==================== approx_div_issue
==> src/rtl/approx_div_pkg.sv <==
// -----------------------------------------------------------------------------
// approx_div_pkg
// Shared definitions for the operand issue stage feeding the 16/8 approximate
// array divider.
//   DIV_XW / DIV_YW : dividend / divisor widths
//   div_entry_t     : one buffered operand pair plus its classification flags
//   div_classify    : returns {dz, ovf} for a dividend/divisor pair
// -----------------------------------------------------------------------------
package approx_div_pkg;

   localparam int DIV_XW = 16;
   localparam int DIV_YW = 8;

   typedef struct packed {
      logic [DIV_XW-1:0] x;
      logic [DIV_YW-1:0] y;
      logic              dz;
      logic              ovf;
   } div_entry_t;

   // The quotient fits in DIV_YW bits exactly when the upper half of the
   // dividend is strictly below the divisor, so overflow is a single
   // unsigned compare. A zero divisor is reported as dz only, never ovf.
   function automatic logic [1:0] div_classify(input logic [DIV_XW-1:0] x,
                                               input logic [DIV_YW-1:0] y);
      logic dz;
      logic ovf;
      dz  = (y == '0);
      ovf = !dz && (x[DIV_XW-1 -: DIV_YW] >= y);
      return {dz, ovf};
   endfunction

endpackage

==> src/rtl/div_fifo.sv <==
// -----------------------------------------------------------------------------
// div_fifo
// Generic DEPTH-entry synchronous FIFO of div_entry_t.
//   clk, rst_n : clock, asynchronous active-low reset (clears storage too)
//   wr_en      : write request, ignored while full
//   wr_data    : entry to write
//   rd_en      : read (pop) request, ignored while empty
//   rd_data    : head entry, driven straight from storage
//   count      : current occupancy
//   full/empty : occupancy flags derived from count
// Pointers carry one extra bit so they wrap naturally modulo 2*DEPTH.
// -----------------------------------------------------------------------------
module div_fifo
   import approx_div_pkg::*;
#(
   parameter int DEPTH = 2
) (
   input  logic                     clk,
   input  logic                     rst_n,
   input  logic                     wr_en,
   input  div_entry_t               wr_data,
   input  logic                     rd_en,
   output div_entry_t               rd_data,
   output logic [$clog2(DEPTH):0]   count,
   output logic                     full,
   output logic                     empty
);

   localparam int AW = $clog2(DEPTH);
   localparam int PW = AW + 1;

   logic [PW-1:0] wr_ptr;
   logic [PW-1:0] rd_ptr;
   div_entry_t    mem [DEPTH];
   logic          do_wr;
   logic          do_rd;

   assign full  = (count == PW'(DEPTH));
   assign empty = (count == '0);
   assign do_wr = wr_en && !full;
   assign do_rd = rd_en && !empty;

   assign rd_data = mem[rd_ptr[AW-1:0]];

   always_ff @(posedge clk or negedge rst_n) begin
      if (!rst_n) begin
         for (int i = 0; i < DEPTH; i++) begin
            mem[i] <= '0;
         end
      end else if (do_wr) begin
         mem[wr_ptr[AW-1:0]] <= wr_data;
      end
   end

   always_ff @(posedge clk or negedge rst_n) begin
      if (!rst_n) begin
         wr_ptr <= '0;
         rd_ptr <= '0;
         count  <= '0;
      end else begin
         if (do_wr) begin
            wr_ptr <= wr_ptr + PW'(1);
         end
         if (do_rd) begin
            rd_ptr <= rd_ptr + PW'(1);
         end
         case ({do_wr, do_rd})
            2'b10:   count <= count + PW'(1);
            2'b01:   count <= count - PW'(1);
            default: count <= count;
         endcase
      end
   end

endmodule

==> src/rtl/approx_div_issue.sv <==
// -----------------------------------------------------------------------------
// approx_div_issue
// Operand issue stage directly upstream of the 16/8 approximate array divider.
// Operand pairs arrive over valid/ready, are classified (divide-by-zero,
// quotient overflow) on entry, buffered in a small FIFO and presented from
// registered storage to the combinational array. Saturating counters record
// how many entries, dz entries and ovf entries have been consumed.
//   clk, rst_n          : clock, asynchronous active-low reset
//   in_valid/in_ready   : upstream handshake; in_ready depends on state only
//   in_x, in_y          : dividend, divisor
//   out_valid/out_ready : downstream handshake for the head entry
//   out_x, out_y        : head operands to the array
//   out_bin             : array borrow-in, tied low
//   out_dz, out_ovf     : head classification flags
//   clr_stats           : synchronous counter clear, dominates increments
//   cnt_ops/dz/ovf      : saturating pop statistics
// -----------------------------------------------------------------------------
module approx_div_issue
   import approx_div_pkg::*;
#(
   parameter int DEPTH = 2,
   parameter int CNT_W = 16
) (
   input  logic              clk,
   input  logic              rst_n,
   input  logic              in_valid,
   output logic              in_ready,
   input  logic [15:0]       in_x,
   input  logic [7:0]        in_y,
   output logic              out_valid,
   input  logic              out_ready,
   output logic [15:0]       out_x,
   output logic [7:0]        out_y,
   output logic              out_bin,
   output logic              out_dz,
   output logic              out_ovf,
   input  logic              clr_stats,
   output logic [CNT_W-1:0]  cnt_ops,
   output logic [CNT_W-1:0]  cnt_dz,
   output logic [CNT_W-1:0]  cnt_ovf
);

   function automatic logic [CNT_W-1:0] sat_inc(input logic [CNT_W-1:0] c,
                                                input logic             inc);
      if (inc && (c != '1)) begin
         return c + CNT_W'(1);
      end
      return c;
   endfunction

   div_entry_t               in_entry;
   div_entry_t               head;
   logic [1:0]               cls;
   logic                     push;
   logic                     pop;
   logic                     full;
   logic                     empty;
   // Occupancy is not needed by the issue logic; left visible for debug.
   logic [$clog2(DEPTH):0]   fifo_count_unused;

   assign cls = div_classify(in_x, in_y);

   always_comb begin
      in_entry     = '0;
      in_entry.x   = in_x;
      in_entry.y   = in_y;
      in_entry.dz  = cls[1];
      in_entry.ovf = cls[0];
   end

   assign in_ready  = !full;
   assign out_valid = !empty;
   assign push      = in_valid && in_ready;
   assign pop       = out_valid && out_ready;

   // Storage is only written on push, so don't-care operands presented with
   // in_valid low never reach the registers.
   div_fifo #(
      .DEPTH (DEPTH)
   ) u_fifo (
      .clk     (clk),
      .rst_n   (rst_n),
      .wr_en   (push),
      .wr_data (in_entry),
      .rd_en   (pop),
      .rd_data (head),
      .count   (fifo_count_unused),
      .full    (full),
      .empty   (empty)
   );

   assign out_x   = head.x;
   assign out_y   = head.y;
   assign out_dz  = head.dz;
   assign out_ovf = head.ovf;
   assign out_bin = 1'b0;

   // Pop statistics
   always_ff @(posedge clk or negedge rst_n) begin
      if (!rst_n) begin
         cnt_ops <= '0;
         cnt_dz  <= '0;
         cnt_ovf <= '0;
      end else if (clr_stats) begin
         cnt_ops <= '0;
         cnt_dz  <= '0;
         cnt_ovf <= '0;
      end else if (pop) begin
         cnt_ops <= sat_inc(cnt_ops, 1'b1);
         cnt_dz  <= sat_inc(cnt_dz, head.dz);
         cnt_ovf <= sat_inc(cnt_ovf, head.ovf);
      end
   end

endmodule

==> config.mk <==
export PLATFORM = sky130hd
export DESIGN_NAME = approx_div_issue
export DESIGN_NICKNAME = d
export VERILOG_FILES = /design/src/rtl/approx_div_pkg.sv /design/src/rtl/div_fifo.sv /design/src/rtl/approx_div_issue.sv
export SDC_FILE = /design/constraint.sdc
export NUM_CORES = 1
export LEC_CHECK = 0
export ABC_CLOCK_PERIOD_IN_PS = 1800
export CAP_MARGIN = 20
export CORE_ASPECT_RATIO = 0.8
export CORE_MARGIN = 2
export CORE_UTILIZATION = 40
export CTS_BUF_LIST = sky130_fd_sc_hd__clkbuf_16
export CTS_CLUSTER_DIAMETER = 100
export DETAILED_ROUTE_END_ITERATION = 10
export GPL_TIMING_DRIVEN = 0
export PLACE_DENSITY = 0.74
export SETUP_SLACK_MARGIN = 0.02
export SLEW_MARGIN = 20
export SYNTH_ARGS = -nofsm -noshare
export SYNTH_HDL_FRONTEND = slang
export SYNTH_SLANG_ARGS = --single-unit
==> constraint.sdc <==
create_clock -name clk -period 1.8 [get_ports clk]
set_input_delay 0.36 -clock clk [delete_from_list [all_inputs] [get_ports clk]]
set_output_delay 0.36 -clock clk [all_outputs]
set_load 0.01 [all_outputs]
==================== us_timebase_multi
**src/rtl/us_timebase_pkg.sv**
```systemverilog
// Shared register map and CTRL field layout for the multi-channel microsecond timebase.
package us_timebase_pkg;
   localparam logic [2:0] ADR_PER0 = 3'd0;
   localparam logic [2:0] ADR_CTRL = 3'd7;
   localparam int         EN_LSB   = 0;
   localparam int         OS_LSB   = 8;
   localparam int         MAX_NCH  = 6;
endpackage

```
**src/rtl/us_timebase_chan.sv**
```systemverilog
// One programmable channel: counts t1us strobes up to a period, pulse registered one clock after terminal count.
// Periodic or one-shot; a restart (load or enable rising edge) always beats a coincident terminal count.
module us_timebase_chan
   import us_timebase_pkg::*;
#(
   parameter int PW = 16
) (
   input  logic          clk_i,
   input  logic          rst_i,
   input  logic [PW-1:0] per_i,
   input  logic          mode_i,
   input  logic          t1us_i,
   input  logic          load_i,
   input  logic          en_wr_i,
   input  logic          en_i,
   output logic          pulse_o,
   output logic          run_o
);
   logic [PW-1:0] cnt_q, cnt_d;
   logic          run_q, run_d;
   logic          pulse_q, pulse_d;

   always_comb begin
      cnt_d   = cnt_q;
      run_d   = run_q;
      pulse_d = 1'b0;
      if (en_wr_i) begin
         run_d = en_i;
      end
      // run_d already reflects a same-cycle disable, so that write suppresses the pulse.
      if (load_i || (en_wr_i && en_i && !run_q)) begin
         cnt_d = '0;
      end else if (t1us_i && run_d) begin
         if (per_i == '0) begin
            cnt_d = '0;
         end else if (cnt_q == per_i - PW'(1)) begin
            cnt_d   = '0;
            pulse_d = 1'b1;
            if (mode_i) begin
               run_d = 1'b0;
            end
         end else begin
            cnt_d = cnt_q + PW'(1);
         end
      end
   end

   always_ff @(posedge clk_i) begin
      if (rst_i) begin
         cnt_q   <= '0;
         run_q   <= 1'b0;
         pulse_q <= 1'b0;
      end else begin
         cnt_q   <= cnt_d;
         run_q   <= run_d;
         pulse_q <= pulse_d;
      end
   end

   assign pulse_o = pulse_q;
   assign run_o   = run_q;
endmodule

```
**src/rtl/us_timebase_multi.sv**
```systemverilog
// Exact 1 us strobe prescaler, register file and NCH channel timers; rdata is registered one clock after adr.
// Define US_TIMEBASE_SYNC_IN_EN to add sync_in, which realigns the prescaler and all channel phases.
module us_timebase_multi
   import us_timebase_pkg::*;
#(
   parameter int CLK_DIV = 5,
   parameter int NCH     = 4,
   parameter int PW      = 16
) (
   input  logic           clk5mhz,
   input  logic           rst,
   input  logic           wr,
   input  logic [2:0]     adr,
   input  logic [15:0]    data,
   output logic [15:0]    rdata,
   output logic           t1us,
   output logic [NCH-1:0] ch_pulse,
   output logic [NCH-1:0] ch_run
`ifdef US_TIMEBASE_SYNC_IN_EN
   ,
   input  logic           sync_in
`endif
);
   localparam int PCW = $clog2(CLK_DIV);

   logic [PCW-1:0]     pcnt_q, pcnt_d;
   logic               t1us_q, t1us_d;
   logic [PW-1:0]      per_q [NCH];
   logic [PW-1:0]      per_d [NCH];
   logic [NCH-1:0]     os_q, os_d;
   logic [15:0]        rdata_q, rdata_d;
   logic [NCH-1:0]     per_wr;
   logic [MAX_NCH-1:0] run_pad, os_pad;
   logic               ctrl_wr;
   logic               sync;

`ifdef US_TIMEBASE_SYNC_IN_EN
   assign sync = sync_in;
`else
   assign sync = 1'b0;
`endif

   assign ctrl_wr = wr && (adr == ADR_CTRL);

   always_comb begin
      pcnt_d = pcnt_q + PCW'(1);
      t1us_d = 1'b0;
      if (sync) begin
         pcnt_d = '0;
      end else if (pcnt_q == PCW'(CLK_DIV - 1)) begin
         pcnt_d = '0;
         t1us_d = 1'b1;
      end
   end

   always_comb begin
      os_d = os_q;
      if (ctrl_wr) begin
         os_d = data[OS_LSB +: NCH];
      end
      for (int i = 0; i < NCH; i++) begin
         per_wr[i] = wr && (adr == ADR_PER0 + 3'(i));
         per_d[i]  = per_wr[i] ? data[PW-1:0] : per_q[i];
      end
   end

   // CTRL readback shows the live run state, so a finished one-shot reads as disabled.
   assign run_pad = MAX_NCH'(ch_run);
   assign os_pad  = MAX_NCH'(os_q);

   always_comb begin
      rdata_d = '0;
      if (adr == ADR_CTRL) begin
         rdata_d[EN_LSB +: MAX_NCH] = run_pad;
         rdata_d[OS_LSB +: MAX_NCH] = os_pad;
      end
      for (int i = 0; i < NCH; i++) begin
         if (adr == ADR_PER0 + 3'(i)) begin
            rdata_d = 16'(per_q[i]);
         end
      end
   end

   always_ff @(posedge clk5mhz) begin
      if (rst) begin
         pcnt_q  <= '0;
         t1us_q  <= 1'b0;
         os_q    <= '0;
         rdata_q <= '0;
         for (int i = 0; i < NCH; i++) begin
            per_q[i] <= '0;
         end
      end else begin
         pcnt_q  <= pcnt_d;
         t1us_q  <= t1us_d;
         os_q    <= os_d;
         rdata_q <= rdata_d;
         for (int i = 0; i < NCH; i++) begin
            per_q[i] <= per_d[i];
         end
      end
   end

   for (genvar i = 0; i < NCH; i++) begin : g_ch
      us_timebase_chan #(.PW(PW)) u_chan (
         .clk_i   (clk5mhz),
         .rst_i   (rst),
         .per_i   (per_q[i]),
         .mode_i  (os_d[i]),
         .t1us_i  (t1us_q),
         .load_i  (per_wr[i] || sync),
         .en_wr_i (ctrl_wr),
         .en_i    (data[EN_LSB + i]),
         .pulse_o (ch_pulse[i]),
         .run_o   (ch_run[i])
      );
   end

   assign rdata = rdata_q;
   assign t1us  = t1us_q;
endmodule
```
**config.mk**
```make
export PLATFORM = sky130hd
export DESIGN_NAME = us_timebase_multi
export DESIGN_NICKNAME = d
export VERILOG_FILES = /design/src/rtl/us_timebase_pkg.sv /design/src/rtl/us_timebase_chan.sv /design/src/rtl/us_timebase_multi.sv
export SDC_FILE = /design/constraint.sdc
export NUM_CORES = 1
export LEC_CHECK = 0
export CAP_MARGIN = 30
export CORE_MARGIN = 8
export CORE_UTILIZATION = 30
export CTS_CLUSTER_SIZE = 40
export DETAILED_ROUTE_END_ITERATION = 8
export PLACE_DENSITY = 0.45
export SYNTH_ARGS = -nofsm -noshare
export SYNTH_HDL_FRONTEND = slang
export SYNTH_SLANG_ARGS = --single-unit
```
**constraint.sdc**
```tcl
create_clock -name clk5mhz -period 7.03 [get_ports clk5mhz]
set_input_delay 1.7575 -clock clk5mhz [delete_from_list [all_inputs] [get_ports clk5mhz]]
set_output_delay 1.7575 -clock clk5mhz [all_outputs]
set_load 0.02 [all_outputs]
```
==================== an_rx_ds_demod
===== src/rtl/an_rx_ds_demod.sv =====
// Sinc2 CIC decimator for a 1-bit delta-sigma stream, followed by a hysteretic
// zero-crossing detector that measures the tone period in PCM samples.
module an_rx_ds_demod #(
  parameter int C_DECIM_LOG2 = 8,
  parameter int C_HYST       = 2**(2*C_DECIM_LOG2-4),
  parameter int C_PER_W      = 16
) (
  input  logic                    CK_i,
  input  logic                    RST_i,
  input  logic                    DS_i,
  output logic [2*C_DECIM_LOG2:0] PCMs_o,
  output logic                    PCM_STB_o,
  output logic [C_PER_W-1:0]      PERIODs_o,
  output logic                    PER_STB_o,
  output logic                    NO_TONE_o
);

  localparam int W = 2*C_DECIM_LOG2 + 1;
  localparam int D = 2**C_DECIM_LOG2;
  localparam logic [W-1:0] HI_TH = W'(D*D/2 + C_HYST);
  localparam logic [W-1:0] LO_TH = W'(D*D/2 - C_HYST);
  localparam logic [C_DECIM_LOG2-1:0] DEC_ONE = 1;
  localparam logic [C_DECIM_LOG2-1:0] DEC_MAX = '1;
  localparam logic [C_PER_W-1:0] PER_ONE = 1;
  localparam logic [C_PER_W-1:0] PER_MAX = '1;

  typedef enum logic {ST_LOW, ST_HIGH} det_state_t;

  function automatic logic [C_PER_W-1:0] sat_inc(input logic [C_PER_W-1:0] v);
    return (v == PER_MAX) ? v : v + PER_ONE;
  endfunction

  logic                    ds_meta, ds_s;
  logic [W-1:0]            i1_p0, i2_p0;
  logic [C_DECIM_LOG2-1:0] dec_ctr;
  logic [1:0]              warm_ctr;
  logic                    evt_p0;
  logic [W-1:0]            c1_p1, i2_d;
  logic                    evt_p1, vld_p1;
  logic [W-1:0]            pcm_p2, c1_d;
  logic                    vld_p2;

  det_state_t              state_q, state_d;
  logic                    rise;
  logic                    armed_q;
  logic [C_PER_W-1:0]      per_ctr, per_inc, period_q;
  logic                    per_stb_q, no_tone_q;

  assign evt_p0  = (dec_ctr == DEC_MAX);
  assign per_inc = sat_inc(per_ctr);

  // All CIC arithmetic wraps modulo 2^W; the combs undo the integrator wrap.
  always_ff @(posedge CK_i) begin
    if (RST_i) begin
      ds_meta  <= 1'b0;
      ds_s     <= 1'b0;
      i1_p0    <= '0;
      i2_p0    <= '0;
      dec_ctr  <= '0;
      warm_ctr <= '0;
      evt_p1   <= 1'b0;
      vld_p1   <= 1'b0;
      c1_p1    <= '0;
      i2_d     <= '0;
      vld_p2   <= 1'b0;
      pcm_p2   <= '0;
      c1_d     <= '0;
    end else begin
      ds_meta <= DS_i;
      ds_s    <= ds_meta;
      i1_p0   <= i1_p0 + {{(W-1){1'b0}}, ds_s};
      i2_p0   <= i2_p0 + i1_p0;
      dec_ctr <= dec_ctr + DEC_ONE;
      // p0 -> p1: first comb at the decimation event
      evt_p1  <= evt_p0;
      vld_p1  <= evt_p0 && (warm_ctr == 2'd2);
      if (evt_p0) begin
        c1_p1 <= i2_p0 - i2_d;
        i2_d  <= i2_p0;
        if (warm_ctr != 2'd2) warm_ctr <= warm_ctr + 2'd1;
      end
      // p1 -> p2: second comb and PCM output register
      vld_p2 <= vld_p1;
      if (evt_p1) c1_d <= c1_p1;
      if (vld_p1) pcm_p2 <= c1_p1 - c1_d;
    end
  end

  always_ff @(posedge CK_i) begin
    if (RST_i) state_q <= ST_LOW;
    else       state_q <= state_d;
  end

  always_comb begin
    state_d = state_q;
    rise    = 1'b0;
    if (vld_p2) begin
      unique case (state_q)
        ST_LOW:  if (pcm_p2 > HI_TH) begin
                   state_d = ST_HIGH;
                   rise    = 1'b1;
                 end
        ST_HIGH: if (pcm_p2 < LO_TH) state_d = ST_LOW;
        default: state_d = ST_LOW;
      endcase
    end
  end

  // The first rising crossing only arms; each later one reports a period.
  always_ff @(posedge CK_i) begin
    if (RST_i) begin
      armed_q   <= 1'b0;
      per_ctr   <= '0;
      period_q  <= '0;
      per_stb_q <= 1'b0;
      no_tone_q <= 1'b1;
    end else begin
      per_stb_q <= 1'b0;
      if (vld_p2) begin
        if (rise) begin
          per_ctr <= '0;
          armed_q <= 1'b1;
          if (armed_q) begin
            period_q  <= per_inc;
            per_stb_q <= 1'b1;
            no_tone_q <= 1'b0;
          end
        end else begin
          per_ctr <= per_inc;
          if (per_inc == PER_MAX) begin
            no_tone_q <= 1'b1;
            armed_q   <= 1'b0;
          end
        end
      end
    end
  end

  assign PCMs_o    = pcm_p2;
  assign PCM_STB_o = vld_p2;
  assign PERIODs_o = period_q;
  assign PER_STB_o = per_stb_q;
  assign NO_TONE_o = no_tone_q;

endmodule


===== config.mk =====
export PLATFORM = sky130hd
export DESIGN_NAME = an_rx_ds_demod
export DESIGN_NICKNAME = d
export VERILOG_FILES = /design/src/rtl/an_rx_ds_demod.sv
export SDC_FILE = /design/constraint.sdc
export NUM_CORES = 1
export LEC_CHECK = 0
export CAP_MARGIN = 25
export CORE_ASPECT_RATIO = 0.5
export CORE_MARGIN = 3
export CORE_UTILIZATION = 50
export CTS_CLUSTER_DIAMETER = 80
export DETAILED_ROUTE_END_ITERATION = 10
export MAX_ROUTING_LAYER = met4
export PLACE_DENSITY_LB_ADDON = 0.05
export RECOVER_POWER = 100
export SETUP_SLACK_MARGIN = 0.1
export SLEW_MARGIN = 20
export SYNTH_ARGS = -nofsm -noshare
export SYNTH_HDL_FRONTEND = slang
export SYNTH_SLANG_ARGS = --single-unit

===== constraint.sdc =====
create_clock -name CK_i -period 6.85 [get_ports CK_i]
set_input_delay 1.37 -clock CK_i [delete_from_list [all_inputs] [get_ports CK_i]]
set_output_delay 1.37 -clock CK_i [all_outputs]
set_load 0.005 [all_outputs]

Figure 1. Clock wiring as the flow saved it (an_rx_ds_demod).
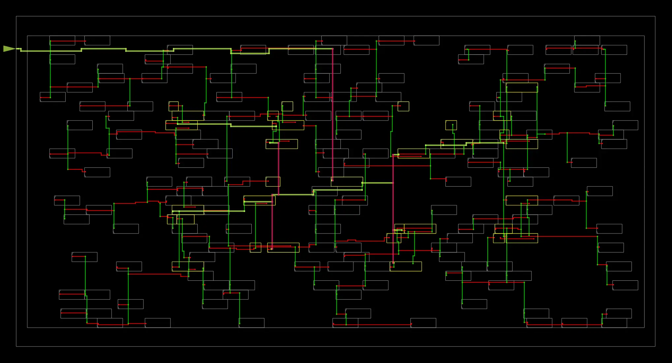
TritonCTS Sinks: 153
worst skew pair latency: 0.42 ns
CTS buffer count: 17

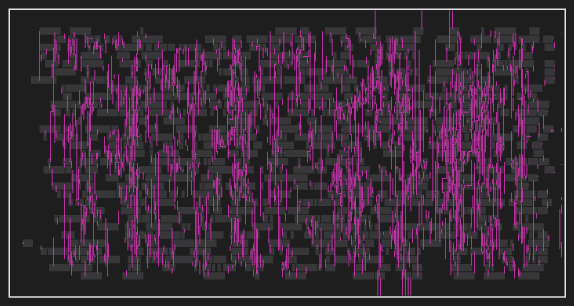
Figure 2: an_rx_ds_demod, M2 wires.
Scale: 3 px per µm.
share of all routed wire	43%
nets with wire on the layer	806
longest straight run	48.8 µm
main direction	vertical
wire length on this layer	7050 µm
M2 GR Usage: 32.2%
Post-Route WL: 16300 µm
via count: 6438

==> run_results.csv, an_rx_ds_demod <==
group,metric,value,unit
pwr,p_per_area,205,nW/µm²
pwr,leakage,3.52,nW
cells_and_area,final_cell_mix,"153 x dfxtp_1, 131 x nor2_1, 101 x nand2_1",
logic_synthesis,synth.mux.area_fraction,3.93,%
place,hpwl,11500,µm
clocking,cts_resized,0,
logic_synthesis,syn_inst,956,
flow_run,cap_violations,1,
hold_path,whs_endpoint,"ds_s$_SDFF_PP0_",
place,io_buffers,38,
place,placed_cell_area,8420,µm²
sta,setup_viol,0,
logic_synthesis,synth.top_cell.area_share,38.3,%
cells_and_area,flops,153,
route,first_pass_iters,5,
logic_synthesis,ys_async_sr_fraction,0,%
pwr,p_int,1.41,mW
route,drtIter0Drc,341,
cells_and_area,layout.nonclk_buf_share,4.42,%
logic_synthesis,ys_sh_aoi,15.8,%
status,outcome,"finished, violations left",
logic_synthesis,topCombFamilyByArea,"simple AND/OR/NAND/NOR gates",
route,wl_met2,7050,µm
logic_synthesis,top_cell,"dfxtp_1",
cells_and_area,stdcell_count,1187,
grt,grt_max_degree,99,
logic_synthesis,flop_cell,"dfxtp_1",
clocking,cts_max_path_buffers,2,
status,violations,"capacitance limit, slew limit",
cells_and_area,buffers,41,
clocking,hold_buffers,0,
cells_and_area,comb_share,50.2,%
cells_and_area,n_all_inverters,52,
floorplanning,ios,39,
pwr,p_seq,0.898,mW
sta,slew_violations,52,
cells_and_area,final_area,8980,µm²
pwr,combPwrFrac,1.7,%
sta,hold_violations,0,
sta,finalCritPeriodShare,63.9,%
pwr,power-top-group,"the clock network",
cells_and_area,num-multi-input-gates,711,
hold_path,hold_path_startpoint,"ds_meta$_SDFF_PP0_",
route,drc,0,
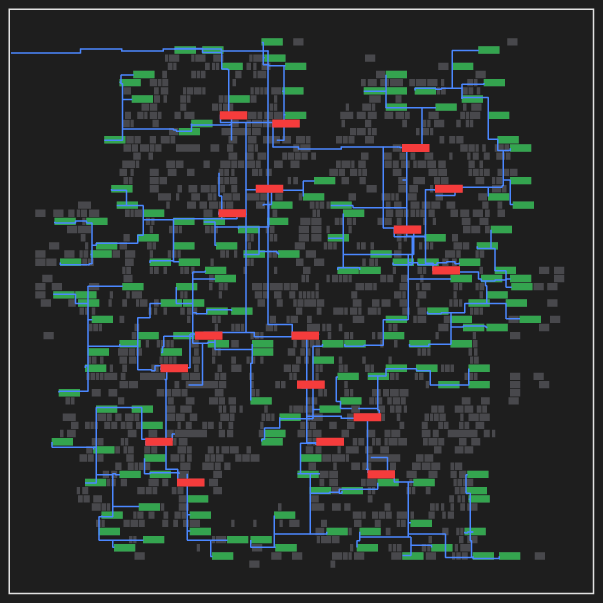
Figure 3: us_timebase_multi, clock distribution.
Scale: 3 px per µm.
[blue] clock wires | length: 2510 µm
[red] clock-net drivers | count: 17
[green] flip-flops | count: 160
routed clock nets	18
clock group power: 1.01 mW
Setup Skew: 0.0146 ns

==> run_results.csv, us_timebase_multi <==
group,metric,value,unit
place,hpwl,22400,µm
logic_synthesis,ys_seq_share,33.6,%
logic_synthesis,avgSynthCellArea,7.73,µm²
clocking,cts_max_path_buffers,2,
cells_and_area,utilization,34.6,%
logic_synthesis,synth.top_cell.area_share,33.6,%
sta,setup_viol,0,
logic_synthesis,yosys.area_share.adder,1.31,%
sta,worst_slack,1.78,ns
status,outcome,"complete, no violations",
hold_path,whs_endpoint,"t1us$_SDFF_PP0_",
grt,grt_use_met2,24.2,%
critical_path,arrival,5.58,ns
pwr,p_seq,0.940,mW
logic_synthesis,edf_count,0,
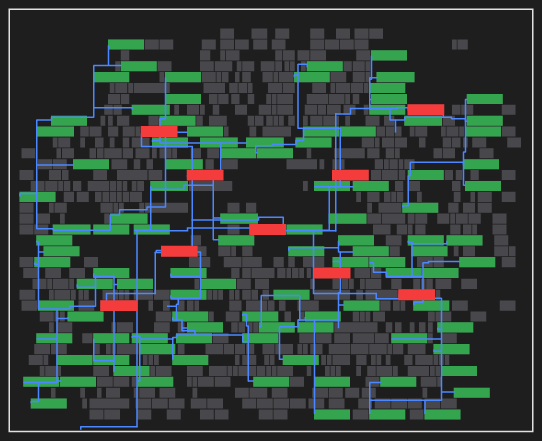
Figure 4: approx_div_issue, clock distribution.
Scale: 4 px per µm.
[blue] clock wires | length: 1270 µm
[red] clock-net drivers | count: 9
[green] flip-flops | count: 104
flops lie	widely spread
clock group power: 2.21 mW
Setup Skew: 0.00831 ns

==> run_results.csv, approx_div_issue <==
group,metric,value,unit
critical_path,cp-end-kind,"output pin",
critical_path,crit_top_cell,"buf_6",
logic_synthesis,synth.mux.area_fraction,9.80,%
cells_and_area,stdcell_count,819,
clocking,cts_resized,173,
flow_run,warnings,28,
sta,hold_violations,0,
floorplanning,ios,106,
clocking,cts-root-buf,"clkbuf_16",
grt,grt_use_met2,29.5,%
floorplanning,n_tap_cell,171,
logic_synthesis,syn_area,5120,µm²
sta,worst_slack,-0.127,ns
logic_synthesis,ys_cells,508,
logic_synthesis,ys_types,44,
sta,setup_tns,-1.86,ns
cells_and_area,layout_top_cell,"dfrtp_1",
logic_synthesis,synth.top_cell.area_share,50.8,%
cells_and_area,drive_gt1_share,25.9,%
logic_synthesis,edf_count,0,
status,violations,"setup timing",
cells_and_area,fill_cells,1043,
logic_synthesis,ys_seq_share,50.8,%
clocking,hold_buffers,1,
logic_synthesis,ys_sh_aoi,5.62,%
logic_synthesis,yosysChipArea,5120,µm²
sta,setup_viol,23,
floorplanning,die_area,13700,µm²
route,met1_length,6080,µm
clocking,cts.sinks,104,
hold_path,holdPathStages,3,
pwr,combPwrFrac,41.7,%
critical_path,crit_end,"out_ovf",
critical_path,crit_required,1.44,ns
logic_synthesis,ys_sh_simple,20.7,%
floorplanning,initCoreUtil,41.5,%
critical_path,critPathTopFamily,"buffers and inverters",
clocking,cts_max_path_buffers,2,
route,viasPerCell,5.16,
cells_and_area,layout.nonclk_buf_share,19.6,%
critical_path,arrival,1.57,ns
cells_and_area,utilization,58.7,%
logic_synthesis,common_cells,"104 x dfrtp_1, 91 x nand2_1, 49 x nor2_1, 41 x mux2_2, 24 x o21ai_0",
route,drt_wl_total,13100,µm
status,outcome,"finished, violations left",
grt,grt.busiest_layer,"met2",
place,placedCellCount,783,
pwr,p_seq,3.32,mW
cells_and_area,final_cell_mix,"92 x dfrtp_1, 91 x nand2_1, 72 x clkdlybuf4s50_1",
logic_synthesis,avgSynthCellArea,10.1,µm²
pwr,power-top-group,"combinational logic",
clocking,cts_setup_buffers,13,
cells_and_area,seq_share,36.2,%
floorplanning,die_w,130,µm
sta,hold_slack,0.367,ns
cells_and_area,final_area,7240,µm²
route,met3_length,509,µm
logic_synthesis,synth.net_count,549,

==> notes/layouts.md <==
Pictures saved along the way, in no particular order.

Cell classes on the final placement.
picture 1
Scale: 3 px per µm. Fill, decap, tap and diode cells in grey.
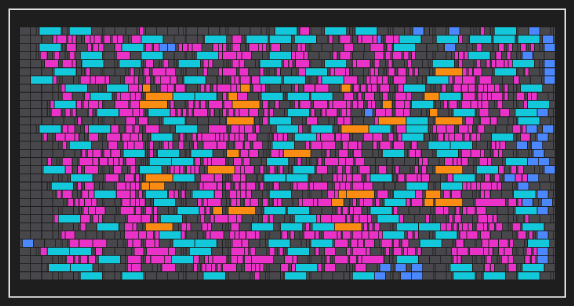
picture 2
Scale: 2 px per µm. Fill, decap, tap and diode cells in grey.
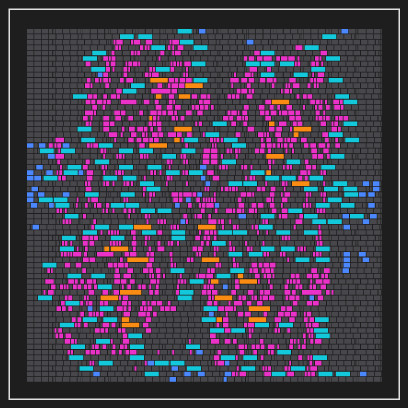
picture 3
Scale: 3 px per µm. Fill, decap, tap and diode cells in grey.
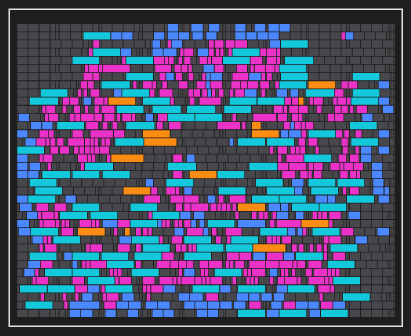
picture 2: us_timebase_multi
picture 3: approx_div_issue
picture 1: an_rx_ds_demod
- fewest sequential cells: picture 3
- largest die: picture 2

Key to picture 2:
colour	class	cells	share of their area
magenta	remaining logic cells	980	57%
blue	remaining buffers and delay cells	62	5.6%
cyan	registers	160	31%
orange	clock drivers and dummy loads	32	6.0%


==================== antares_pipe_register_flat
Figure 5. M2 wires (antares_pipe_register_flat).
Scale: 3 px per µm.
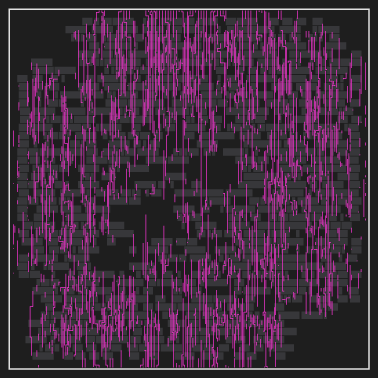

[config.mk]
export PLATFORM = sky130hd
export DESIGN_NAME = antares_pipe_register_flat
export DESIGN_NICKNAME = d
export VERILOG_FILES = /design/src/rtl/antares_pipe_register_if.sv /design/src/rtl/antares_pipe_register.sv /design/src/flat_wrapper.sv
export SDC_FILE = /design/constraint.sdc
export NUM_CORES = 1
export LEC_CHECK = 0
export CORE_MARGIN = 2
export CORE_UTILIZATION = 50
export CTS_CLUSTER_DIAMETER = 200
export DETAILED_ROUTE_END_ITERATION = 8
export PLACE_DENSITY = 0.81
export SLEW_MARGIN = 20
export SYNTH_ARGS = -nofsm -noshare
export SYNTH_HDL_FRONTEND = slang
export SYNTH_SLANG_ARGS = --single-unit
[constraint.sdc]
create_clock -name clk -period 7.1 [get_ports clk]
set_input_delay 1.42 -clock clk [delete_from_list [all_inputs] [get_ports clk]]
set_output_delay 1.42 -clock clk [all_outputs]
set_load 0.02 [all_outputs]
[src/rtl/antares_pipe_register_if.sv]
// antares_pipe_register_if
// Valid/ready beat channel between two pipeline stages. The master drives
// data/ctrl/valid and the slave answers with ready.
//
// Handshake: a beat transfers on every rising clock edge where valid and
// ready are both high. The master keeps data/ctrl/valid stable while valid
// is high and ready is low. valid may depend on ready, but ready never
// depends combinationally on valid.
interface antares_pipe_register_if #(
    parameter int DATA_W = 70,
    parameter int CTRL_W = 2
);
    logic [DATA_W-1:0] data;
    logic [CTRL_W-1:0] ctrl;
    logic              valid;
    logic              ready;

    // Producer side of the channel.
    modport master (
        output data,
        output ctrl,
        output valid,
        input  ready
    );

    // Consumer side of the channel.
    modport slave (
        input  data,
        input  ctrl,
        input  valid,
        output ready
    );
endinterface

[src/rtl/antares_pipe_register.sv]
// antares_pipe_register
// Generic pipeline stage register with valid/ready handshake. It has an
// optional one-entry skid buffer (SKID=1) that lets the upstream ready come
// straight from a flop. It also supports flush, clears the control fields of
// empty entries so bubbles never carry write enables, and keeps a saturating
// count of downstream stall cycles.
//
// Occupancy is kept as a (main_v, skid_v) state machine. The skid entry only
// fills under backpressure, so ordering is main first, then skid. With
// SKID=0 the machine never leaves EMPTY/FULL.
module antares_pipe_register #(
    parameter int DATA_W = 70,
    parameter int CTRL_W = 2,
    parameter int SKID   = 1,
    parameter int CNT_W  = 16
) (
    input  logic                    clk,
    input  logic                    rst,
    antares_pipe_register_if.slave  up,
    antares_pipe_register_if.master dn,
    input  logic                    flush,
    output logic [CNT_W-1:0]        stall_count,
    output logic [1:0]              o_dbg_state
);

    // State encoding is {main_v, skid_v}.
    typedef enum logic [1:0] {
        ST_EMPTY   = 2'b00,
        ST_FULL    = 2'b10,
        ST_SKIDDED = 2'b11
    } state_t;

    state_t            r_state;
    logic [DATA_W-1:0] r_main_data;
    logic [CTRL_W-1:0] r_main_ctrl;
    logic [DATA_W-1:0] r_skid_data;
    logic [CTRL_W-1:0] r_skid_ctrl;
    logic [CNT_W-1:0]  r_stall_cnt;

    logic w_main_v;
    logic w_skid_v;
    logic w_in_ready;
    logic w_in_fire;
    logic w_out_fire;
    logic w_stall;

    assign w_main_v = (r_state != ST_EMPTY);
    assign w_skid_v = (r_state == ST_SKIDDED);

    // Upstream ready: with a skid entry it comes from the skid flag alone.
    // Without one it looks through to the downstream ready. It is held low
    // during reset in both modes.
    always_comb begin
        if (SKID != 0) begin
            w_in_ready = !w_skid_v && !rst;
        end else begin
            w_in_ready = (dn.ready || !w_main_v) && !rst;
        end
    end

    assign w_in_fire  = up.valid && w_in_ready;
    assign w_out_fire = w_main_v && dn.ready;
    assign w_stall    = w_main_v && !dn.ready;

    assign up.ready    = w_in_ready;
    assign dn.data     = r_main_data;
    assign dn.ctrl     = r_main_ctrl;
    assign dn.valid    = w_main_v;
    assign stall_count = r_stall_cnt;
    assign o_dbg_state = r_state;

    // Occupancy FSM and entry registers. Reset beats flush, and flush beats
    // transfers. A flush drops every held beat plus any beat offered in the
    // same cycle. Clearing a valid flag also zeroes that entry's ctrl bits.
    // Data bits keep their last value.
    always_ff @(posedge clk) begin
        if (rst) begin
            r_state     <= ST_EMPTY;
            r_main_data <= '0;
            r_main_ctrl <= '0;
            r_skid_data <= '0;
            r_skid_ctrl <= '0;
        end else if (flush) begin
            r_state     <= ST_EMPTY;
            r_main_ctrl <= '0;
            r_skid_ctrl <= '0;
        end else begin
            case (r_state)
                ST_EMPTY: begin
                    if (w_in_fire) begin
                        r_main_data <= up.data;
                        r_main_ctrl <= up.ctrl;
                        r_state     <= ST_FULL;
                    end
                end
                ST_FULL: begin
                    if (w_in_fire && w_out_fire) begin
                        // Pass-through: the new beat replaces the departing one.
                        r_main_data <= up.data;
                        r_main_ctrl <= up.ctrl;
                    end else if (w_in_fire) begin
                        // Downstream stalled: park the new beat in skid. With
                        // SKID=0 in_ready blocks this case.
                        r_skid_data <= up.data;
                        r_skid_ctrl <= up.ctrl;
                        r_state     <= ST_SKIDDED;
                    end else if (w_out_fire) begin
                        r_main_ctrl <= '0;
                        r_state     <= ST_EMPTY;
                    end
                end
                ST_SKIDDED: begin
                    if (w_out_fire) begin
                        // Older beat leaves; the skid beat moves up to main.
                        r_main_data <= r_skid_data;
                        r_main_ctrl <= r_skid_ctrl;
                        r_skid_ctrl <= '0;
                        r_state     <= ST_FULL;
                    end
                end
                default: begin
                    r_state     <= ST_EMPTY;
                    r_main_ctrl <= '0;
                    r_skid_ctrl <= '0;
                end
            endcase
        end
    end

    // Saturating count of cycles with a beat waiting on a stalled downstream.
    // Only reset clears it.
    always_ff @(posedge clk) begin
        if (rst) begin
            r_stall_cnt <= '0;
        end else if (w_stall && (r_stall_cnt != {CNT_W{1'b1}})) begin
            r_stall_cnt <= r_stall_cnt + CNT_W'(1);
        end
    end

endmodule

[src/flat_wrapper.sv]
// flat-port wrapper written by rule: the top's interface ports become plain ports
module antares_pipe_register_flat 
#(
    parameter int DATA_W = 70,
    parameter int CTRL_W = 2,
    parameter int SKID   = 1,
    parameter int CNT_W  = 16
)
  (clk, rst, flush, stall_count, o_dbg_state, up_data, up_ctrl, up_valid, up_ready, dn_data, dn_ctrl, dn_valid, dn_ready);
  antares_pipe_register_if #(.DATA_W(DATA_W), .CTRL_W(CTRL_W)) up_i ();
  antares_pipe_register_if #(.DATA_W(DATA_W), .CTRL_W(CTRL_W)) dn_i ();
  input  logic clk;
  input  logic rst;
  input  logic flush;
  output logic [CNT_W-1:0] stall_count;
  output logic [1:0] o_dbg_state;
  input wire logic [$bits(up_i.data)-1:0] up_data;
  input wire logic [$bits(up_i.ctrl)-1:0] up_ctrl;
  input wire logic [$bits(up_i.valid)-1:0] up_valid;
  output wire logic [$bits(up_i.ready)-1:0] up_ready;
  output wire logic [$bits(dn_i.data)-1:0] dn_data;
  output wire logic [$bits(dn_i.ctrl)-1:0] dn_ctrl;
  output wire logic [$bits(dn_i.valid)-1:0] dn_valid;
  input wire logic [$bits(dn_i.ready)-1:0] dn_ready;
  assign up_i.data = up_data;
  assign up_i.ctrl = up_ctrl;
  assign up_i.valid = up_valid;
  assign up_ready = up_i.ready;
  assign dn_data = dn_i.data;
  assign dn_ctrl = dn_i.ctrl;
  assign dn_valid = dn_i.valid;
  assign dn_i.ready = dn_ready;
  antares_pipe_register #(.DATA_W(DATA_W), .CTRL_W(CTRL_W), .SKID(SKID), .CNT_W(CNT_W)) u_core (.clk(clk), .rst(rst), .up(up_i), .dn(dn_i), .flush(flush), .stall_count(stall_count), .o_dbg_state(o_dbg_state));
endmodule
==================== ddr3_app_master
## config.mk

```make
export PLATFORM = sky130hd
export DESIGN_NAME = ddr3_app_master
export DESIGN_NICKNAME = d
export VERILOG_FILES = /design/src/rtl/ddr3_app_pkg.sv /design/src/rtl/ddr3_app_wdog.sv /design/src/rtl/ddr3_app_master.sv
export SDC_FILE = /design/constraint.sdc
export NUM_CORES = 1
export LEC_CHECK = 0
export CAP_MARGIN = 20
export CELL_PAD_IN_SITES_DETAIL_PLACEMENT = 0
export CELL_PAD_IN_SITES_GLOBAL_PLACEMENT = 1
export CORE_AREA = 2 2 242 244
export CTS_CLUSTER_DIAMETER = 60
export DETAILED_ROUTE_END_ITERATION = 8
export DIE_AREA = 0 0 244 246
export HOLD_SLACK_MARGIN = 0.08
export PLACE_DENSITY_LB_ADDON = 0.1
export SYNTH_ARGS = -nofsm -noshare
export SYNTH_HDL_FRONTEND = slang
export SYNTH_SLANG_ARGS = --single-unit
```

## constraint.sdc

```tcl
create_clock -name clk -period 4.19 [get_ports clk]
set_clock_uncertainty 0.2 [all_clocks]
set_input_delay 0.838 -clock clk [delete_from_list [all_inputs] [get_ports clk]]
set_output_delay 0.838 -clock clk [all_outputs]
set_load 0.05 [all_outputs]
```

## src/rtl/ddr3_app_pkg.sv

```systemverilog
// Shared state encoding, controller command codes and default widths
// for the DDR3 app-interface master.
package ddr3_app_pkg;

  typedef enum logic [2:0] {
    ST_INIT,
    ST_IDLE,
    ST_CMD,
    ST_WDATA,
    ST_RWAIT,
    ST_RESP
  } state_e;

  localparam logic [2:0] CMD_WR = 3'b000;
  localparam logic [2:0] CMD_RD = 3'b001;

  localparam int DEF_ADDR_W  = 28;
  localparam int DEF_DATA_W  = 128;
  localparam int DEF_TIMEOUT = 1024;

endpackage

```

## src/rtl/ddr3_app_wdog.sv

```systemverilog
// Read-wait watchdog: counts enabled cycles after a clear, flags LIMIT-1.
// Latency: expired is registered-count compare, same cycle as the count.
// Backpressure: none; holds at the limit until cleared.
module ddr3_app_wdog
  import ddr3_app_pkg::*;
#(
  parameter int LIMIT = DEF_TIMEOUT
) (
  input  logic clk,
  input  logic rst,
  input  logic clr,
  input  logic en,
  output logic expired
);

  localparam int CW = (LIMIT > 2) ? $clog2(LIMIT) : 1;

  logic [CW-1:0] cnt_q, cnt_d;

  assign expired = (cnt_q == CW'(LIMIT - 1));

  always_comb begin
    cnt_d = cnt_q;
    if (clr) begin
      cnt_d = '0;
    end else if (en && !expired) begin
      cnt_d = cnt_q + 1'b1;
    end
  end

  always_ff @(posedge clk) begin
    if (rst) begin
      cnt_q <= '0;
    end else begin
      cnt_q <= cnt_d;
    end
  end

endmodule

```

## src/rtl/ddr3_app_master.sv

```systemverilog
// Single-beat DDR3 app master, gated on calibration; optional read timeout via DDR_APP_TIMEOUT_EN.
// Latency: cmd_en one cycle after accept; write response at accept+3 with readies high.
// Backpressure: cmd_en / wr_data_en hold with stable payload until ready; rsp_valid is not stallable.
module ddr3_app_master
  import ddr3_app_pkg::*;
#(
  parameter int ADDR_W  = DEF_ADDR_W,
  parameter int DATA_W  = DEF_DATA_W,
  parameter int TIMEOUT = DEF_TIMEOUT
) (
  input  logic                clk,
  input  logic                rst,
  input  logic                req_valid,
  output logic                req_ready,
  input  logic                req_we,
  input  logic [ADDR_W-1:0]   req_addr,
  input  logic [DATA_W-1:0]   req_wdata,
  input  logic [DATA_W/8-1:0] req_wstrb,
  output logic                rsp_valid,
  output logic [DATA_W-1:0]   rsp_rdata,
  output logic                rsp_err,
  output logic [2:0]          cmd,
  output logic                cmd_en,
  output logic [ADDR_W-1:0]   addr,
  input  logic                cmd_ready,
  output logic [DATA_W-1:0]   wr_data,
  output logic                wr_data_en,
  output logic                wr_data_end,
  output logic [DATA_W/8-1:0] wr_data_mask,
  input  logic                wr_data_rdy,
  input  logic [DATA_W-1:0]   rd_data,
  input  logic                rd_data_valid,
  input  logic                rd_data_end,
  output logic [5:0]          app_burst_number,
  output logic                sr_req,
  output logic                ref_req,
  output logic                burst,
  input  logic                init_calib_complete
);

  localparam int MASK_W = DATA_W / 8;

  state_e              state_q, state_d;
  logic [2:0]          cmd_q, cmd_d;
  logic [ADDR_W-1:0]   addr_q, addr_d;
  logic [DATA_W-1:0]   wdata_q, wdata_d;
  logic [MASK_W-1:0]   mask_q, mask_d;
  logic [DATA_W-1:0]   rdata_q, rdata_d;
  logic                err_q, err_d;
  logic                is_wr;
  logic                accept;
  logic                rd_timeout;

  assign is_wr  = (cmd_q == CMD_WR);
  assign accept = (state_q == ST_IDLE) && req_valid;

`ifdef DDR_APP_TIMEOUT_EN
  logic wdog_clr;
  logic wdog_en;

  assign wdog_clr = (state_q == ST_CMD) && cmd_ready && !is_wr;
  assign wdog_en  = (state_q == ST_RWAIT);

  ddr3_app_wdog #(
    .LIMIT (TIMEOUT)
  ) u_wdog (
    .clk     (clk),
    .rst     (rst),
    .clr     (wdog_clr),
    .en      (wdog_en),
    .expired (rd_timeout)
  );
`else
  logic unused_timeout;
  assign unused_timeout = ^(32'(TIMEOUT));
  assign rd_timeout     = 1'b0;
`endif

  // Only the first beat matters and the low address bits are always zeroed.
  logic unused_ok;
  assign unused_ok = ^{rd_data_end, req_addr[2:0]};

  always_ff @(posedge clk) begin
    if (rst) begin
      state_q <= ST_INIT;
    end else begin
      state_q <= state_d;
    end
  end

  always_comb begin
    state_d = state_q;
    unique case (state_q)
      ST_INIT:  if (init_calib_complete) state_d = ST_IDLE;
      ST_IDLE: begin
        if (req_valid) begin
          state_d = ST_CMD;
        end else if (!init_calib_complete) begin
          state_d = ST_INIT;
        end
      end
      ST_CMD:   if (cmd_ready) state_d = is_wr ? ST_WDATA : ST_RWAIT;
      ST_WDATA: if (wr_data_rdy) state_d = ST_RESP;
      ST_RWAIT: if (rd_data_valid || rd_timeout) state_d = ST_RESP;
      ST_RESP:  state_d = ST_IDLE;
      default:  state_d = ST_INIT;
    endcase
  end

  always_comb begin
    req_ready   = 1'b0;
    cmd_en      = 1'b0;
    wr_data_en  = 1'b0;
    wr_data_end = 1'b0;
    rsp_valid   = 1'b0;
    unique case (state_q)
      ST_IDLE:  req_ready = 1'b1;
      ST_CMD:   cmd_en = 1'b1;
      ST_WDATA: begin
        wr_data_en  = 1'b1;
        wr_data_end = 1'b1;
      end
      ST_RESP:  rsp_valid = 1'b1;
      default:  ;
    endcase
  end

  always_comb begin
    cmd_d   = cmd_q;
    addr_d  = addr_q;
    wdata_d = wdata_q;
    mask_d  = mask_q;
    rdata_d = rdata_q;
    err_d   = err_q;
    if (accept) begin
      cmd_d   = req_we ? CMD_WR : CMD_RD;
      addr_d  = {req_addr[ADDR_W-1:3], 3'b000};
      wdata_d = req_wdata;
      mask_d  = ~req_wstrb;
      err_d   = 1'b0;
    end
    // Real data wins over a timeout landing in the same cycle.
    if (state_q == ST_RWAIT) begin
      if (rd_data_valid) begin
        rdata_d = rd_data;
        err_d   = 1'b0;
      end else if (rd_timeout) begin
        rdata_d = '0;
        err_d   = 1'b1;
      end
    end
  end

  always_ff @(posedge clk) begin
    if (rst) begin
      cmd_q   <= '0;
      addr_q  <= '0;
      wdata_q <= '0;
      mask_q  <= '0;
      rdata_q <= '0;
      err_q   <= 1'b0;
    end else begin
      cmd_q   <= cmd_d;
      addr_q  <= addr_d;
      wdata_q <= wdata_d;
      mask_q  <= mask_d;
      rdata_q <= rdata_d;
      err_q   <= err_d;
    end
  end

  assign cmd          = cmd_q;
  assign addr         = addr_q;
  assign wr_data      = wdata_q;
  assign wr_data_mask = mask_q;
  assign rsp_rdata    = rdata_q;
  assign rsp_err      = err_q;

  assign app_burst_number = 6'd0;
  assign sr_req           = 1'b0;
  assign ref_req          = 1'b0;
  assign burst            = 1'b0;

endmodule

```

Figure 6. Clock wiring as the flow saved it (ddr3_app_master).
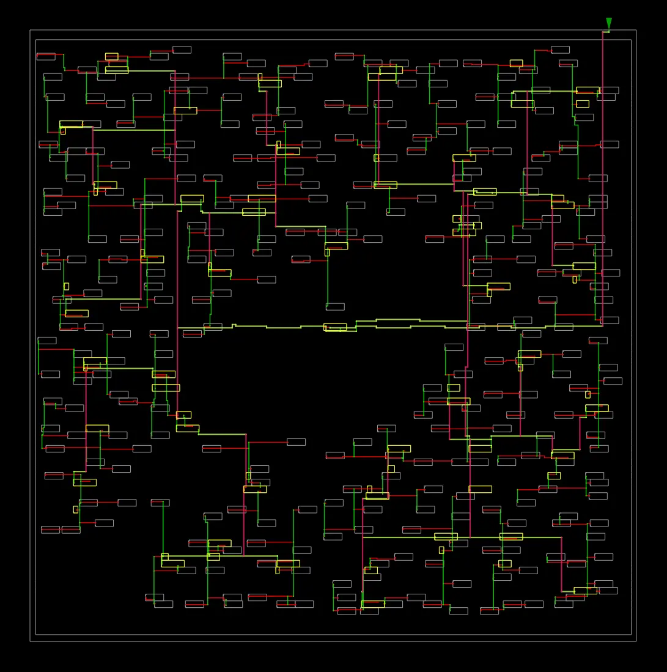
worst skew pair latency: 0.57 ns
TritonCTS Sinks: 302
CTS buffer count: 43
clock group power: 3.71 mW

==> run_results.csv, ddr3_app_master <==
group,metric,value,unit
status,outcome,"complete, no violations",
grt,grt_pass1_wl,73200,µm
grt,grt.busiest_layer,"met2",
flow_run,warnings,30,
hold_path,whs_endpoint,"addr[10]$_SDFFE_PP0P_",
cells_and_area,syn_to_final_growth,78.1,%
critical_path,slowest_stage,"clkdlybuf4s50_1",
route,first_pass_iters,4,
hold_path,hold_path.class,"flip-flop to flip-flop",
sta,finalCritPeriodShare,83.1,%
logic_synthesis,syn_area,10500,µm²
cells_and_area,num-multi-input-gates,920,
critical_path,cp-end-kind,"output pin",
logic_synthesis,common_cells,"565 x nand2_1, 302 x dfxtp_1, 282 x a21oi_1, 58 x clkbuf_1, 29 x buf_4",
route,dr.max_layer_used,"met5",
place,placedCellCount,2610,
critical_path,crit_buf_inv,1,
pwr,p_int,6.40,mW
critical_path,critPathLaunch,"state_q[0]$_SDFFE_PP0P_",
cells_and_area,clkbuf_count,61,
critical_path,r2r-end,"wr_data[112]$_SDFFE_PP0P_",
floorplanning,initCoreUtil,18.4,%
logic_synthesis,area_leaders,"dfxtp_1 57%, nand2_1 20%, a21oi_1 13%",
grt,grt_use_met2,29.0,%
cells_and_area,utilization,32.7,%
logic_synthesis,ys_types,22,
place,placed_cell_area,17300,µm²
route,wl_met2,26000,µm
sta,hold_violations,0,
route,routedWlPerCell,19.2,µm
critical_path,crit_chain,"nor3b_2, clkdlybuf4s50_1",
logic_synthesis,yosysTopAreaCell,"dfxtp_1",
sta,timing.fmax,0.287,GHz
logic_synthesis,ys_warn_count,0,
route,drtIter0Drc,363,
grt,grt.overflow.total,0,
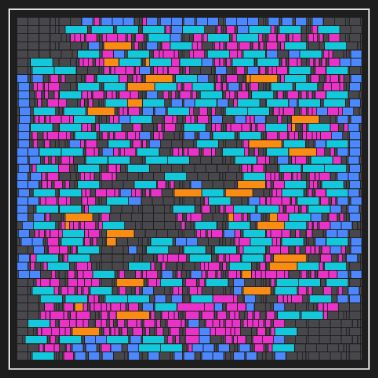
Figure 7: antares_pipe_register_flat, cell classes on the final placement.
Scale: 3 px per µm. Fill, decap, tap and diode cells in grey.
colour	class	cells	share of their area
magenta	remaining logic cells	546	36%
orange	clock drivers and dummy loads	31	6.8%
cyan	registers	162	37%
blue	remaining buffers and delay cells	174	20%
Seq area share: 36.2%
FP Rows: 42
Core Footprint: 13100 µm²

About Figure 5:
main direction	vertical
nets with wire on the layer	793
wire length on this layer	7290 µm
Post-Route WL: 15900 µm
via count: 5775
M2 GR Usage: 35.3%

==> run_results.csv, antares_pipe_register_flat <==
group,metric,value,unit
cells_and_area,final_area,8970,µm²
logic_synthesis,area_leaders,"dfxtp_1 49%, mux2i_1 11%, nand2_1 8.3%",
status,outcome,"complete, no violations",
pwr,p_clk_share,43.5,%
logic_synthesis,ys_async_sr_fraction,0,%
clocking,clk_transition_reported_paths,0.06,ns
hold_path,hold_path_startpoint,"u_core.r_skid_data[7]$_SDFFE_PP0P_",
place,io_buffers,168,
route,wl_met2,7290,µm
cells_and_area,utilization,68.2,%
sta,setup_viol,0,
sta,rsz0062_at_grt,"false",
logic_synthesis,yosysChipArea,6660,µm²
logic_synthesis,topCombFamilyByArea,"simple AND/OR/NAND/NOR gates",
critical_path,r2r-end,"u_core.dn.data[50]$_SDFFE_PP0P_",
cells_and_area,syn_to_final_growth,34.6,%
cells_and_area,drive_gt1_share,4.71,%
cells_and_area,comb_share,35.2,%
grt,gr-usage-met3,4.60,%
route,viasPerCell,5.30,
critical_path,max_stage_delay,0.64,ns
hold_path,holdPathStages,2,
place,hpwl,9850,µm
clocking,cts_setup_buffers,0,
grt,grt_pass1_vias,5259,
logic_synthesis,yosys.area_share.adder,1.13,%
sta,fin_crit,4.12,ns
cells_and_area,layout_top_cell,"clkdlybuf4s50_1",
hold_path,whs_endpoint,"u_core.r_skid_data[7]$_SDFFE_PP0P_",
critical_path,crit_chain,"clkdlybuf4s50_1, or3b_1, a211o_1, nor3b_4, buf_4, buf_4, nor2_1, a211oi_1",
critical_path,cp-start-kind,"primary input",
logic_synthesis,ys_seq_share,48.7,%
route,first_pass_iters,4,
logic_synthesis,ys_sh_aoi,16.1,%
critical_path,arrival,4.45,ns
sta,clock_skew,0.00566,ns
critical_path,critPathMaxFanout,75,
pwr,power,2.13,mW
sta,worst_slack,2.98,ns
floorplanning,fp.dieH,119,µm
clocking,cts_tree,"done",
logic_synthesis,ys_cells,767,
grt,grt_antenna_before_repair,0,
logic_synthesis,xor_area_share,1.18,%
logic_synthesis,syn_inst,767,

==> layout pictures side by side <==
Ports around the boundary.
(a)
Scale: 2 px per µm. Pins as bars across the die edge, other pins in grey.
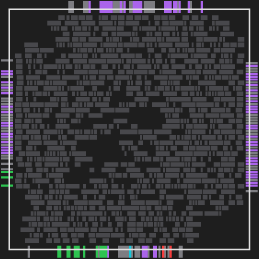
(b)
Scale: 1 px per µm. Pins as bars across the die edge, other pins in grey.
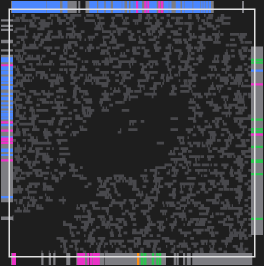
The one with the largest die is (b).
- (b) = ddr3_app_master
- (a) = antares_pipe_register_flat



## Gallery

Ports around the boundary.
Plate I
Scale: 2 px per µm. Pins as bars across the die edge, other pins in grey.
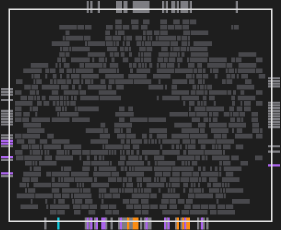
Plate II
Scale: 2 px per µm. Pins as bars across the die edge, other pins in grey.
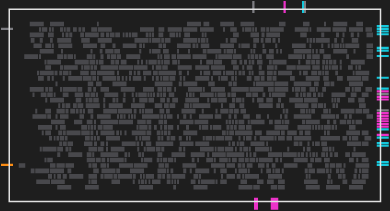
Plate III
Scale: 1.5 px per µm. Pins as bars across the die edge, other pins in grey.
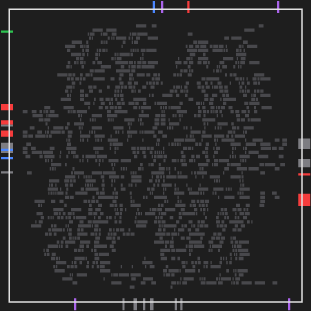
| from | picture |
|---|---|
| us_timebase_multi | Plate III |
| an_rx_ds_demod | Plate II |
| approx_div_issue | Plate I |
Of these, most pins: Plate I
Of these, largest die: Plate III

Power and IR drop assume default switching activity.
